# rx_token_buffer

File: src/rtl/link_pkg.sv
// Shared definitions for the 1-wire token link: frame constants and
// receiver state encoding, common to the transmitter and rx_token_buffer.
package link_pkg;

  localparam int   TOKEN_W   = 55;
  localparam logic START_BIT = 1'b1;
  localparam logic STOP_BIT  = 1'b0;

  typedef enum logic [1:0] {
    RX_IDLE = 2'd0,
    RX_DATA = 2'd1,
    RX_STOP = 2'd2
  } rx_state_e;

endpackage

File: src/rtl/rx_token_shift.sv
// Link deserializer: start-bit detection, LSB-first data capture and stop-bit
// check. Emits a one-cycle push with the complete token on a good stop bit.
module rx_token_shift
  import link_pkg::*;
#(
  parameter int DATA_W = TOKEN_W
) (
  input  logic              clk_i,
  input  logic              rst_ni,
  input  logic              s_data_i,
  output logic              push_o,
  output logic [DATA_W-1:0] token_o,
  output logic              frame_err_o
);

  localparam int                BIT_CW   = $clog2(DATA_W);
  localparam logic [BIT_CW-1:0] LAST_BIT = BIT_CW'(DATA_W - 1);

  rx_state_e         state_q, state_d;
  logic [BIT_CW-1:0] bit_cnt_q, bit_cnt_d;
  logic [DATA_W-1:0] shift_q, shift_d;
  logic              frame_err_q, frame_err_d;

  // State register, bit counter, shift register and registered error pulse.
  always_ff @(posedge clk_i or negedge rst_ni) begin
    if (!rst_ni) begin
      state_q     <= RX_IDLE;
      bit_cnt_q   <= '0;
      shift_q     <= '0;
      frame_err_q <= 1'b0;
    end else begin
      state_q     <= state_d;
      bit_cnt_q   <= bit_cnt_d;
      shift_q     <= shift_d;
      frame_err_q <= frame_err_d;
    end
  end

  // Next-state logic; the push is combinational so the FIFO writes on the
  // same edge that samples the stop bit.
  always_comb begin
    state_d     = state_q;
    bit_cnt_d   = bit_cnt_q;
    shift_d     = shift_q;
    frame_err_d = 1'b0;
    push_o      = 1'b0;
    case (state_q)
      RX_IDLE: begin
        if (s_data_i == START_BIT) begin
          state_d   = RX_DATA;
          bit_cnt_d = '0;
        end else begin
          state_d = RX_IDLE;
        end
      end
      RX_DATA: begin
        shift_d[bit_cnt_q] = s_data_i;
        if (bit_cnt_q == LAST_BIT) begin
          state_d = RX_STOP;
        end else begin
          bit_cnt_d = bit_cnt_q + BIT_CW'(1);
        end
      end
      RX_STOP: begin
        // A bad stop bit returns to IDLE; it is never reused as a start bit.
        if (s_data_i == STOP_BIT) begin
          push_o = 1'b1;
        end else begin
          frame_err_d = 1'b1;
        end
        state_d = RX_IDLE;
      end
      default: begin
        state_d = RX_IDLE;
      end
    endcase
  end

  assign token_o     = shift_q;
  assign frame_err_o = frame_err_q;

endmodule

File: src/rtl/rx_token_buffer.sv
// Receiving end of the token link: deserializer feeding a DEPTH-entry register
// FIFO with valid/ready output, overflow flag and saturating drop counter.
module rx_token_buffer
  import link_pkg::*;
#(
  parameter int DATA_W = TOKEN_W,
  parameter int DEPTH  = 2,
  parameter int CNT_W  = 8
) (
  input  logic              Clk_S,
  input  logic              Rst_n,
  input  logic              S_Data,
  input  logic              RX_Ready,
  output logic              RX_Data_Valid,
  output logic [DATA_W-1:0] RX_Data,
  output logic              Frame_Err,
  output logic              Overflow,
  output logic [CNT_W-1:0]  Drop_Cnt
);

  localparam int PTR_W = $clog2(DEPTH);

  logic              push_s;
  logic [DATA_W-1:0] token_s;
  logic              empty_s, full_s, pop_s, wr_en_s, drop_s;

  logic [PTR_W:0]    wr_ptr_q, wr_ptr_d, rd_ptr_q, rd_ptr_d;
  logic [DATA_W-1:0] mem_q [DEPTH];
  logic              overflow_q, overflow_d;
  logic [CNT_W-1:0]  drop_cnt_q, drop_cnt_d;

  rx_token_shift #(
    .DATA_W (DATA_W)
  ) u_shift (
    .clk_i       (Clk_S),
    .rst_ni      (Rst_n),
    .s_data_i    (S_Data),
    .push_o      (push_s),
    .token_o     (token_s),
    .frame_err_o (Frame_Err)
  );

  // The extra pointer MSB distinguishes full from empty when indices match.
  assign empty_s = (wr_ptr_q == rd_ptr_q);
  assign full_s  = (wr_ptr_q[PTR_W] != rd_ptr_q[PTR_W]) &&
                   (wr_ptr_q[PTR_W-1:0] == rd_ptr_q[PTR_W-1:0]);
  assign pop_s   = !empty_s && RX_Ready;
  assign wr_en_s = push_s && (!full_s || pop_s);
  assign drop_s  = push_s && full_s && !pop_s;

  // Pointer advance and overflow bookkeeping.
  always_comb begin
    wr_ptr_d   = wr_ptr_q;
    rd_ptr_d   = rd_ptr_q;
    overflow_d = overflow_q;
    drop_cnt_d = drop_cnt_q;
    if (pop_s) begin
      rd_ptr_d = rd_ptr_q + (PTR_W + 1)'(1);
    end else begin
      rd_ptr_d = rd_ptr_q;
    end
    if (wr_en_s) begin
      wr_ptr_d = wr_ptr_q + (PTR_W + 1)'(1);
    end else begin
      wr_ptr_d = wr_ptr_q;
    end
    if (drop_s) begin
      overflow_d = 1'b1;
      if (drop_cnt_q != {CNT_W{1'b1}}) begin
        drop_cnt_d = drop_cnt_q + CNT_W'(1);
      end else begin
        drop_cnt_d = drop_cnt_q;
      end
    end else begin
      overflow_d = overflow_q;
    end
  end

  // FIFO control registers.
  always_ff @(posedge Clk_S or negedge Rst_n) begin
    if (!Rst_n) begin
      wr_ptr_q   <= '0;
      rd_ptr_q   <= '0;
      overflow_q <= 1'b0;
      drop_cnt_q <= '0;
    end else begin
      wr_ptr_q   <= wr_ptr_d;
      rd_ptr_q   <= rd_ptr_d;
      overflow_q <= overflow_d;
      drop_cnt_q <= drop_cnt_d;
    end
  end

  // FIFO storage; on push+pop while full the write lands in the slot being read out.
  always_ff @(posedge Clk_S or negedge Rst_n) begin
    if (!Rst_n) begin
      for (int i = 0; i < DEPTH; i++) begin
        mem_q[i] <= '0;
      end
    end else if (wr_en_s) begin
      mem_q[wr_ptr_q[PTR_W-1:0]] <= token_s;
    end
  end

  assign RX_Data_Valid = !empty_s;
  assign RX_Data       = empty_s ? '0 : mem_q[rd_ptr_q[PTR_W-1:0]];
  assign Overflow      = overflow_q;
  assign Drop_Cnt      = drop_cnt_q;

endmodule

File: config.mk
export PLATFORM = sky130hd
export DESIGN_NAME = rx_token_buffer
export DESIGN_NICKNAME = d
export VERILOG_FILES = /design/src/rtl/link_pkg.sv /design/src/rtl/rx_token_shift.sv /design/src/rtl/rx_token_buffer.sv
export SDC_FILE = /design/constraint.sdc
export NUM_CORES = 1
export LEC_CHECK = 0
export CORE_MARGIN = 2
export CORE_UTILIZATION = 58
export CTS_CLUSTER_DIAMETER = 40
export DETAILED_ROUTE_END_ITERATION = 16
export PLACE_DENSITY = 0.81
export SLEW_MARGIN = 40
export SYNTH_ARGS = -nofsm -noshare
export SYNTH_HDL_FRONTEND = slang
export SYNTH_HIERARCHICAL = 1
export SYNTH_SLANG_ARGS = --single-unit
export TNS_END_PERCENT = 30
File: constraint.sdc
create_clock -name Clk_S -period 3.26 [get_ports Clk_S]
set_clock_uncertainty 0.2 [all_clocks]
set_input_delay 0.652 -clock Clk_S [delete_from_list [all_inputs] [get_ports Clk_S]]
set_output_delay 0.652 -clock Clk_S [all_outputs]
set_load 0.05 [all_outputs]
# dct_transpose_ctrl

## config.mk

```make
export PLATFORM = sky130hd
export DESIGN_NAME = dct_transpose_ctrl
export DESIGN_NICKNAME = d
export VERILOG_FILES = /design/src/rtl/dct_pkg.sv /design/src/rtl/dct_onehot_dec.sv /design/src/rtl/dct_transpose_ctrl.sv
export SDC_FILE = /design/constraint.sdc
export NUM_CORES = 1
export LEC_CHECK = 0
export CAP_MARGIN = 20
export CELL_PAD_IN_SITES_DETAIL_PLACEMENT = 1
export CELL_PAD_IN_SITES_GLOBAL_PLACEMENT = 2
export CORE_MARGIN = 2
export CORE_UTILIZATION = 21
export CTS_CLUSTER_DIAMETER = 150
export DETAILED_ROUTE_END_ITERATION = 8
export PLACE_DENSITY = 0.88
export SYNTH_ARGS = -nofsm -noshare
export SYNTH_HDL_FRONTEND = slang
export SYNTH_SLANG_ARGS = --single-unit
export TNS_END_PERCENT = 10
```

## constraint.sdc

```tcl
create_clock -name clk -period 2.5 [get_ports clk]
set_input_delay 0.5 -clock clk [delete_from_list [all_inputs] [get_ports clk]]
set_output_delay 0.5 -clock clk [all_outputs]
set_load 0.02 [all_outputs]
```

## src/rtl/dct_pkg.sv

```systemverilog
// Shared constants and FSM state encoding for the 8x8 DCT transpose controller.
package dct_pkg;
  localparam int DCT_N    = 8;
  localparam int DCT_LOGN = 3;
  localparam int DCT_DW   = 12;

  typedef enum logic [1:0] {
    IDLE,
    FILL,
    DRAIN
  } dct_state_t;
endpackage

```

## src/rtl/dct_onehot_dec.sv

```systemverilog
// LOGN->N one-hot decoder with enable; all-zero output when disabled.
module dct_onehot_dec #(
  parameter int N    = 8,
  parameter int LOGN = 3
) (
  input  logic            en,
  input  logic [LOGN-1:0] idx,
  output logic [N-1:0]    onehot
);
  always_comb begin
    onehot = '0;
    if (en) onehot[idx] = 1'b1;
  end
endmodule

```

## src/rtl/dct_transpose_ctrl.sv

```systemverilog
// Fills an NxN array row-major, then drains it column-major with a 1-cycle registered read.
// Input is blocked for the whole drain; output stalls freeze the read sequence.
module dct_transpose_ctrl
  import dct_pkg::*;
#(
  parameter int DW   = DCT_DW,
  parameter int N    = DCT_N,
  parameter int LOGN = DCT_LOGN
) (
  input  logic          clk,
  input  logic          rst_n,
  input  logic          in_valid,
  input  logic [DW-1:0] in_data,
  output logic          in_ready,
  output logic          out_valid,
  output logic [DW-1:0] out_data,
  input  logic          out_ready,
  output logic          out_last,
  output logic [N-1:0]  mem_row_sel,
  output logic [N-1:0]  mem_col_sel,
  output logic          mem_read_wr,
  output logic [DW-1:0] mem_wdata,
  input  logic [DW-1:0] mem_rdata,
  output logic          busy
);
  localparam logic [LOGN-1:0] LAST = LOGN'(N - 1);

  dct_state_t      state;
  logic [LOGN-1:0] r;
  logic [LOGN-1:0] c;
  logic            rd_done;
  logic            accept;
  logic            issue;
  logic            sel_en;
  logic            corner;

  // in_ready is only ever high in FILL, so accept alone identifies a write.
  assign accept      = in_valid & in_ready;
  assign issue       = (state == DRAIN) & ~rd_done & (~out_valid | out_ready);
  assign sel_en      = accept | issue;
  assign corner      = (r == LAST) && (c == LAST);
  assign mem_read_wr = ~accept;
  assign mem_wdata   = in_data;

  dct_onehot_dec #(.N(N), .LOGN(LOGN)) u_row_dec (
    .en     (sel_en),
    .idx    (r),
    .onehot (mem_row_sel)
  );

  dct_onehot_dec #(.N(N), .LOGN(LOGN)) u_col_dec (
    .en     (sel_en),
    .idx    (c),
    .onehot (mem_col_sel)
  );

  always_ff @(posedge clk or negedge rst_n) begin
    if (!rst_n) begin
      state     <= IDLE;
      r         <= '0;
      c         <= '0;
      rd_done   <= 1'b0;
      in_ready  <= 1'b0;
      out_valid <= 1'b0;
      out_data  <= '0;
      out_last  <= 1'b0;
      busy      <= 1'b0;
    end else begin
      case (state)
        IDLE: begin
          state    <= FILL;
          in_ready <= 1'b1;
        end
        FILL: begin
          if (accept) begin
            busy <= 1'b1;
            c    <= c + 1'b1;
            if (c == LAST) r <= r + 1'b1;
            if (corner) begin
              state    <= DRAIN;
              in_ready <= 1'b0;
              r        <= '0;
              c        <= '0;
              rd_done  <= 1'b0;
            end
          end
        end
        DRAIN: begin
          if (issue) begin
            out_data  <= mem_rdata;
            out_valid <= 1'b1;
            out_last  <= corner;
            r         <= r + 1'b1;
            if (r == LAST) c <= c + 1'b1;
            if (corner) rd_done <= 1'b1;
          end else if (out_valid && out_ready) begin
            // Only reachable with reads exhausted, i.e. the last word leaving.
            out_valid <= 1'b0;
            out_last  <= 1'b0;
            if (out_last) begin
              state    <= FILL;
              in_ready <= 1'b1;
              busy     <= 1'b0;
              r        <= '0;
              c        <= '0;
            end
          end
        end
        default: state <= IDLE;
      endcase
    end
  end
endmodule

```

# sap_controller_sequencer_flat

### config.mk
export PLATFORM = sky130hd
export DESIGN_NAME = sap_controller_sequencer_flat
export DESIGN_NICKNAME = d
export VERILOG_FILES = /design/src/rtl/sap_controller_sequencer_pkg.sv /design/src/rtl/sap_controller_sequencer_if.sv /design/src/rtl/sap_controller_sequencer_ring_counter.sv /design/src/rtl/sap_controller_sequencer.sv /design/src/flat_wrapper.sv
export SDC_FILE = /design/constraint.sdc
export NUM_CORES = 1
export LEC_CHECK = 0
export CAP_MARGIN = 30
export CORE_MARGIN = 5
export CORE_UTILIZATION = 29
export DETAILED_ROUTE_END_ITERATION = 12
export PLACE_DENSITY = 0.69
export SLEW_MARGIN = 10
export SYNTH_ARGS = -nofsm -noshare
export SYNTH_HDL_FRONTEND = slang
export SYNTH_SLANG_ARGS = --single-unit
### constraint.sdc
create_clock -name clk -period 2.06 [get_ports clk]
set_input_delay 0.412 -clock clk [delete_from_list [all_inputs] [get_ports clk]]
set_output_delay 0.412 -clock clk [all_outputs]
set_load 0.01 [all_outputs]
### src/rtl/sap_controller_sequencer_pkg.sv
// rtl/sap_controller_sequencer_pkg.sv - shared opcodes, ring states and control-word layout for the SAP sequencer
package sap_controller_sequencer_pkg;

  localparam int OPCODE_W = 4;
  localparam int RING_LEN = 6;

  localparam logic [OPCODE_W-1:0] OP_LDA = 4'b0000;
  localparam logic [OPCODE_W-1:0] OP_ADD = 4'b0001;
  localparam logic [OPCODE_W-1:0] OP_SUB = 4'b0010;
  localparam logic [OPCODE_W-1:0] OP_OUT = 4'b1110;
  localparam logic [OPCODE_W-1:0] OP_HLT = 4'b1111;

  // HALT is the all-zero ring pattern so t_state reads 0 while parked
  typedef enum logic [RING_LEN-1:0] {
    T_HALT = 6'b000000,
    T1     = 6'b000001,
    T2     = 6'b000010,
    T3     = 6'b000100,
    T4     = 6'b001000,
    T5     = 6'b010000,
    T6     = 6'b100000
  } ring_t;

  localparam int CW_W  = 12;
  localparam int CW_CP = 11;
  localparam int CW_EP = 10;
  localparam int CW_LM = 9;
  localparam int CW_CE = 8;
  localparam int CW_LI = 7;
  localparam int CW_EI = 6;
  localparam int CW_LA = 5;
  localparam int CW_EA = 4;
  localparam int CW_SU = 3;
  localparam int CW_EU = 2;
  localparam int CW_LB = 1;
  localparam int CW_LO = 0;

  localparam logic [CW_W-1:0] CW_NOP = 12'b0011_1110_0011;

endpackage

### src/rtl/sap_controller_sequencer_if.sv
// rtl/sap_controller_sequencer_if.sv - opcode input and control-word bundle between sequencer and datapath
interface sap_controller_sequencer_if #(
  parameter int OP_W = 4
);
  logic [OP_W-1:0] opcode_in;
  logic            cp;
  logic            ep;
  logic            lm_bar;
  logic            ce_bar;
  logic            li_bar;
  logic            ei_bar;
  logic            la_bar;
  logic            ea;
  logic            su;
  logic            eu;
  logic            lb_bar;
  logic            lo_bar;
  logic [5:0]      t_state;
  logic            halted;

  modport master (
    input  opcode_in,
    output cp, ep, lm_bar, ce_bar, li_bar, ei_bar, la_bar, ea, su, eu, lb_bar, lo_bar,
    output t_state, halted
  );

  modport slave (
    output opcode_in,
    input  cp, ep, lm_bar, ce_bar, li_bar, ei_bar, la_bar, ea, su, eu, lb_bar, lo_bar,
    input  t_state, halted
  );
endinterface

### src/rtl/sap_controller_sequencer_ring_counter.sv
// rtl/sap_controller_sequencer_ring_counter.sv - one-hot T1..T6 ring with absorbing HALT state
module sap_ring_counter
  import sap_controller_sequencer_pkg::*;
(
  input  logic       clk,
  input  logic       rst,
  input  logic       advance,
  input  logic       halt_req,
  output logic [5:0] t_state,
  output logic       halted
);

  ring_t state_q;
  ring_t state_d;

  always_ff @(posedge clk) begin
    if (rst) begin
      state_q <= T1;
    end else begin
      state_q <= state_d;
    end
  end

  always_comb begin
    state_d = state_q;
    if (advance) begin
      unique case (state_q)
        T1:      state_d = T2;
        T2:      state_d = T3;
        T3:      state_d = T4;
        T4:      state_d = halt_req ? T_HALT : T5;
        T5:      state_d = T6;
        T6:      state_d = T1;
        T_HALT:  state_d = T_HALT;
        default: state_d = T1;
      endcase
    end
  end

  assign t_state = state_q;
  assign halted  = (state_q == T_HALT);

endmodule

### src/rtl/sap_controller_sequencer.sv
// rtl/sap_controller_sequencer.sv - SAP fetch/execute sequencer: ring counter plus control-word decode
module sap_controller_sequencer
  import sap_controller_sequencer_pkg::*;
#(
  parameter int OP_W  = OPCODE_W,
  parameter int NUM_T = RING_LEN
) (
  input logic                           clk,
  input logic                           rst,
  sap_controller_sequencer_if.master    bus
);

  generate
    if (NUM_T != RING_LEN || OP_W != OPCODE_W) begin : g_bad_param
      $error("sap_controller_sequencer supports only NUM_T=6 and OP_W=4");
    end
  endgenerate

  logic [5:0]          t_state;
  logic                halted;
  logic                halt_req;
  logic [OPCODE_W-1:0] opcode_q;
  logic [CW_W-1:0]     cw;

  assign halt_req = (t_state == T4) && (bus.opcode_in == OP_HLT);

  sap_ring_counter u_ring (
    .clk      (clk),
    .rst      (rst),
    .advance  (1'b1),
    .halt_req (halt_req),
    .t_state  (t_state),
    .halted   (halted)
  );

  // T5/T6 decode from this copy so opcode_in may move once T4 has passed
  always_ff @(posedge clk) begin
    if (rst) begin
      opcode_q <= '0;
    end else if (t_state == T4) begin
      opcode_q <= bus.opcode_in;
    end
  end

  always_comb begin
    cw = CW_NOP;
    if (!rst) begin
      unique case (t_state)
        T1: begin
          cw[CW_EP] = 1'b1;
          cw[CW_LM] = 1'b0;
        end
        T2: cw[CW_CP] = 1'b1;
        T3: begin
          cw[CW_CE] = 1'b0;
          cw[CW_LI] = 1'b0;
        end
        T4: begin
          if (bus.opcode_in == OP_LDA || bus.opcode_in == OP_ADD || bus.opcode_in == OP_SUB) begin
            cw[CW_EI] = 1'b0;
            cw[CW_LM] = 1'b0;
          end else if (bus.opcode_in == OP_OUT) begin
            cw[CW_EA] = 1'b1;
            cw[CW_LO] = 1'b0;
          end
        end
        T5: begin
          if (opcode_q == OP_LDA) begin
            cw[CW_CE] = 1'b0;
            cw[CW_LA] = 1'b0;
          end else if (opcode_q == OP_ADD || opcode_q == OP_SUB) begin
            cw[CW_CE] = 1'b0;
            cw[CW_LB] = 1'b0;
          end
        end
        T6: begin
          if (opcode_q == OP_ADD || opcode_q == OP_SUB) begin
            cw[CW_EU] = 1'b1;
            cw[CW_LA] = 1'b0;
            cw[CW_SU] = (opcode_q == OP_SUB);
          end
        end
        default: cw = CW_NOP;
      endcase
    end
  end

  assign bus.cp      = cw[CW_CP];
  assign bus.ep      = cw[CW_EP];
  assign bus.lm_bar  = cw[CW_LM];
  assign bus.ce_bar  = cw[CW_CE];
  assign bus.li_bar  = cw[CW_LI];
  assign bus.ei_bar  = cw[CW_EI];
  assign bus.la_bar  = cw[CW_LA];
  assign bus.ea      = cw[CW_EA];
  assign bus.su      = cw[CW_SU];
  assign bus.eu      = cw[CW_EU];
  assign bus.lb_bar  = cw[CW_LB];
  assign bus.lo_bar  = cw[CW_LO];
  assign bus.t_state = t_state;
  assign bus.halted  = halted;

endmodule

### src/flat_wrapper.sv
// flat-port wrapper written by rule: the top's interface ports become plain ports
module sap_controller_sequencer_flat import sap_controller_sequencer_pkg::*;
#(
  parameter int OP_W  = OPCODE_W,
  parameter int NUM_T = RING_LEN
)
  (clk, rst, bus_opcode_in, bus_cp, bus_ep, bus_lm_bar, bus_ce_bar, bus_li_bar, bus_ei_bar, bus_la_bar, bus_ea, bus_su, bus_eu, bus_lb_bar, bus_lo_bar, bus_t_state, bus_halted);
  sap_controller_sequencer_if #(.OP_W(OP_W)) bus_i ();
  input logic clk;
  input logic rst;
  input wire logic [$bits(bus_i.opcode_in)-1:0] bus_opcode_in;
  output wire logic [$bits(bus_i.cp)-1:0] bus_cp;
  output wire logic [$bits(bus_i.ep)-1:0] bus_ep;
  output wire logic [$bits(bus_i.lm_bar)-1:0] bus_lm_bar;
  output wire logic [$bits(bus_i.ce_bar)-1:0] bus_ce_bar;
  output wire logic [$bits(bus_i.li_bar)-1:0] bus_li_bar;
  output wire logic [$bits(bus_i.ei_bar)-1:0] bus_ei_bar;
  output wire logic [$bits(bus_i.la_bar)-1:0] bus_la_bar;
  output wire logic [$bits(bus_i.ea)-1:0] bus_ea;
  output wire logic [$bits(bus_i.su)-1:0] bus_su;
  output wire logic [$bits(bus_i.eu)-1:0] bus_eu;
  output wire logic [$bits(bus_i.lb_bar)-1:0] bus_lb_bar;
  output wire logic [$bits(bus_i.lo_bar)-1:0] bus_lo_bar;
  output wire logic [$bits(bus_i.t_state)-1:0] bus_t_state;
  output wire logic [$bits(bus_i.halted)-1:0] bus_halted;
  assign bus_i.opcode_in = bus_opcode_in;
  assign bus_cp = bus_i.cp;
  assign bus_ep = bus_i.ep;
  assign bus_lm_bar = bus_i.lm_bar;
  assign bus_ce_bar = bus_i.ce_bar;
  assign bus_li_bar = bus_i.li_bar;
  assign bus_ei_bar = bus_i.ei_bar;
  assign bus_la_bar = bus_i.la_bar;
  assign bus_ea = bus_i.ea;
  assign bus_su = bus_i.su;
  assign bus_eu = bus_i.eu;
  assign bus_lb_bar = bus_i.lb_bar;
  assign bus_lo_bar = bus_i.lo_bar;
  assign bus_t_state = bus_i.t_state;
  assign bus_halted = bus_i.halted;
  sap_controller_sequencer #(.OP_W(OP_W), .NUM_T(NUM_T)) u_core (.clk(clk), .rst(rst), .bus(bus_i));
endmodule
### Cell placement, rx_token_buffer

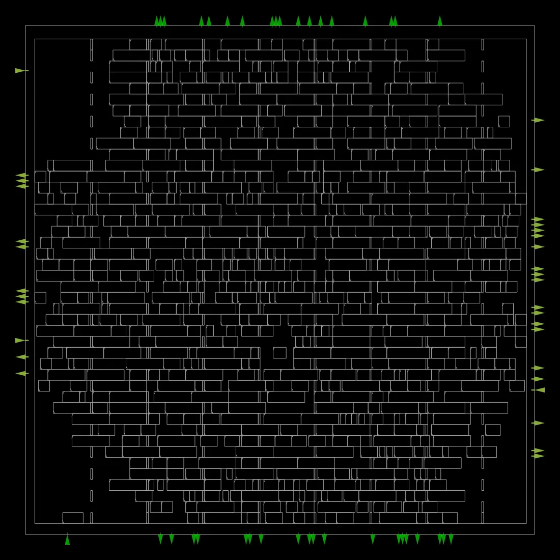
final non-filler cell total: 925
Post-Route Utilization: 68.6%
tap cell count: 184
fillers: 1013
sequential share of cell area: 46.9%

==> flow_summary.yaml, rx_token_buffer <==
# generated from flow reports
power_and_ir_drop:
  sw_frac_of_total_pct: 32.5
  seqPwrFrac_pct: 45.4
  clock_net_power_w: 0.00223
  power.density_mw_per_mm2: 709
  pwr.group.sequential_w: 0.00321
clock_tree:
  cts.repair.resized: 0
  clk_path_buf_depth: 2
  clock_sinks: 187
routing:
  wl_met1_um: 7700
  highest_layer: "met4"
  dr.pass1.iters: 5
  drc: 0
cells_and_area:
  largest_register_ffs: 110
  sh_comb_area_pct: 37.0
  logic_gate_count: 429
  clock_buffers: 24
  n_all_inverters: 7
logic_synthesis:
  aoi_share_pct: 2.20
  mux_share_pct: 28.3
worst_setup_path:
  critical_path.top_delay_family: "buffers and inverters"
  critPathBufInv: 3
  crit_path_frequent_cell: "buf_4"
global_route:
  grt_max_degree: 90
outcome:
  outcome: "complete, no violations"
flow_run:
  tool_warnings: 27
die:
  fp_util_pct: 59.1
  die_h_um: 126
  dieArea_mm2: 0.0158
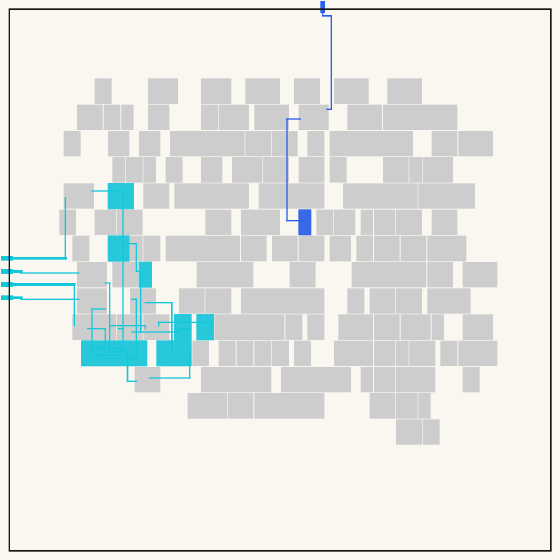
*Wires at chosen ports, followed through buffers, sap_controller_sequencer_flat*
`bus_opcode_in`: marked cyan, bits 4, direction input, end cells 9, buffers 8, wire 138 um. `bus_halted`: marked blue, bits 1, direction output, end cells 1, buffers 1, wire 25.2 um.
PortBufs: 24
IO Pins: 25

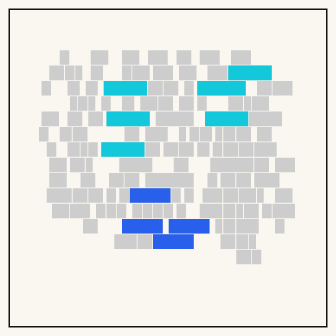
*Sequential cells colored by netlist name, sap_controller_sequencer_flat*
Other cells in gray.
`u_core.opcode_q`: marked blue, sequential cells 4. `u_core.u_ring.t_state`: marked cyan, sequential cells 6.
Post-Route Utilization: 58.3%
sequential power: 0.000208 W
sequential share of cell area: 18.2%
Storage cell area: 210 um2

==> flow_summary.yaml, sap_controller_sequencer_flat <==
# generated from flow reports
clock_tree:
  root_buffer: "clkbuf_4"
  clk_path_buf_depth: 2
  cts.repair.resized: 49
outcome:
  outcome: "complete, no violations"
final_timing:
  rsz0062_at_grt: "true"
  drv_slew: 0
  fmax_mhz: 488
logic_synthesis:
  netlist_top_cells_count: "dfxtp_1 (10), nor2_1 (7), nor3_1 (7)"
  mux_share_pct: 0
  yosysUniqueCellTypes: 31
  ys_sh_simple_pct: 46.2
die:
  coreArea_mm2: 0.00198
hold_path:
  holdPathEnd: "u_core.opcode_q[2]$_SDFFE_PP0N_"
  hold_depth: 2
routing:
  dr.pass1.iters: 4
cells_and_area:
  seq_cell_count: 10
  fill_cells: 176
  sh_comb_area_pct: 38.4
  clock_buffers: 3
power_and_ir_drop:
  power_switching_w: 0.000123
  power_leader: "registers"
worst_setup_path:
  worst_path_largest_cell_delay_ns: 0.39
  startpoint: "u_core.u_ring.t_state[0]$_SDFF_PP1_"
  crit_required_ns: 1.65
  cp.arrival_ns: 1.64
  r2r_start: "u_core.u_ring.t_state[0]$_SDFF_PP1_"
global_route:
  grt_pass1_vias: 729
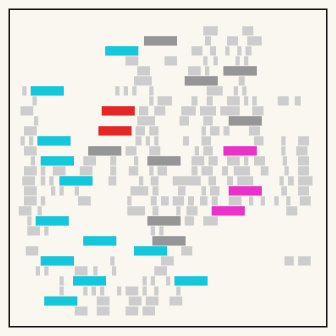
*Sequential cells colored by netlist name, dct_transpose_ctrl*
Other sequential cells in the stronger gray, the rest of the logic in the fainter gray.
`state`: marked red, sequential cells 2. `out_data`: marked cyan, sequential cells 12. `c`: marked magenta, sequential cells 3.
sequential power: 0.000419 W
sequential share of cell area: 31.3%
Post-Route Utilization: 31.1%

==> flow_summary.yaml, dct_transpose_ctrl <==
# generated from flow reports
outcome:
  outcome: "complete, no violations"
cells_and_area:
  lay_top_cells: "nand2_1 (49), clkdlybuf4s50_1 (30), dfrtp_1 (25), nor2_1 (15)"
  n_all_inverters: 6
  dominant_cells: "multi-input combinational cells"
  seq_cell_count: 25
  finalNetCount: 245
  drive_gt1_share_pct: 15.1
logic_synthesis:
  area_leaders: "dfrtp_1 (44%), nand2_1 (13%), buf_4 (6.4%)"
  yosys.area_share.adder_pct: 3.55
  synthCells: 164
  top_logic_kind: "simple AND/OR/NAND/NOR gates"
  syn-num-nets: 196
  ys_sh_simple_pct: 25.9
  numSynthFlops: 25
clock_tree:
  h-tree-depth: 1
final_timing:
  hold_viol_final: 0
  fin_hold_ws_ns: 0.483
  fin_skew_ns: 0.00644
power_and_ir_drop:
  power_leader: "registers"
  power.density_mw_per_mm2: 372
die:
  fp_util_pct: 21.9
  coreArea_mm2: 0.00642
worst_setup_path:
  critPathBufInv: 4
routing:
  finalWirelength_um: 3730
hold_path:
  hp-start: "out_data[4]$_DFFE_PN0P_"

==> gallery <==
The metal 3 layer.
(a)
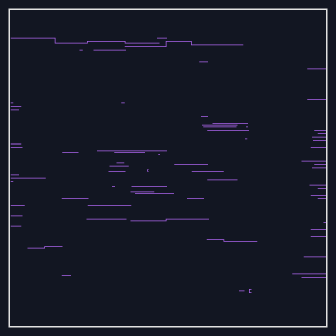
(b)
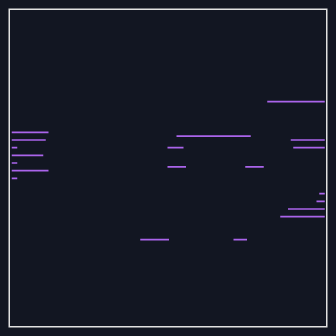
(c)
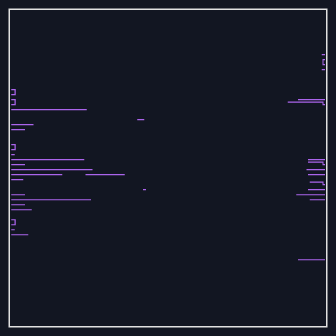
(b) -> sap_controller_sequencer_flat
(c) -> dct_transpose_ctrl
(a) -> rx_token_buffer



==> layout pictures side by side <==
Wiring heat map.
shot_01.png
The die is cut into 17 by 17 equal tiles; black is low, pale yellow is high, scaled to the fullest tile. Values are wire area over tile area, all layers added.
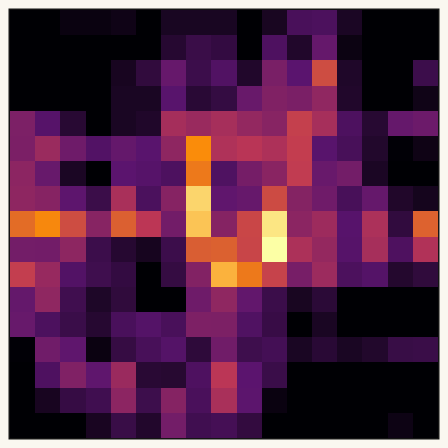
shot_02.png
The die is cut into 11 by 11 equal tiles; black is low, pale yellow is high, scaled to the fullest tile. Values are wire area over tile area, all layers added.
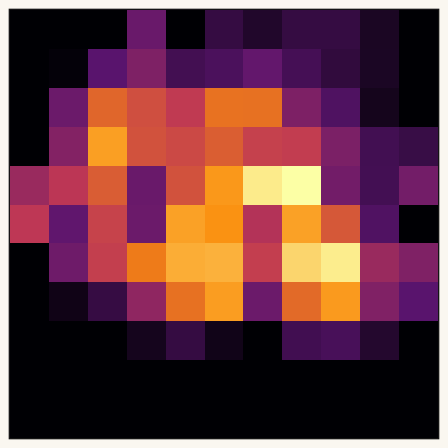
shot_03.png
The die is cut into 25 by 25 equal tiles; black is low, pale yellow is high, scaled to the fullest tile. Values are wire area over tile area, all layers added.
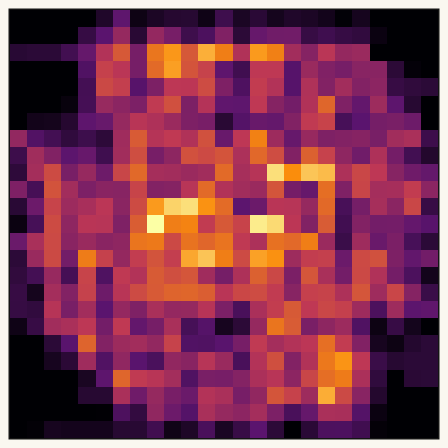
| picture | from |
|---|---|
| shot_01.png | dct_transpose_ctrl |
| shot_03.png | rx_token_buffer |
| shot_02.png | sap_controller_sequencer_flat |

Key to shot_03.png:
24% of the tiles are over half the peak. The mean over all tiles is 0.17. 11% of the tiles are nearly empty. The fullest tile reaches 0.50.

Power and IR drop assume default switching activity.
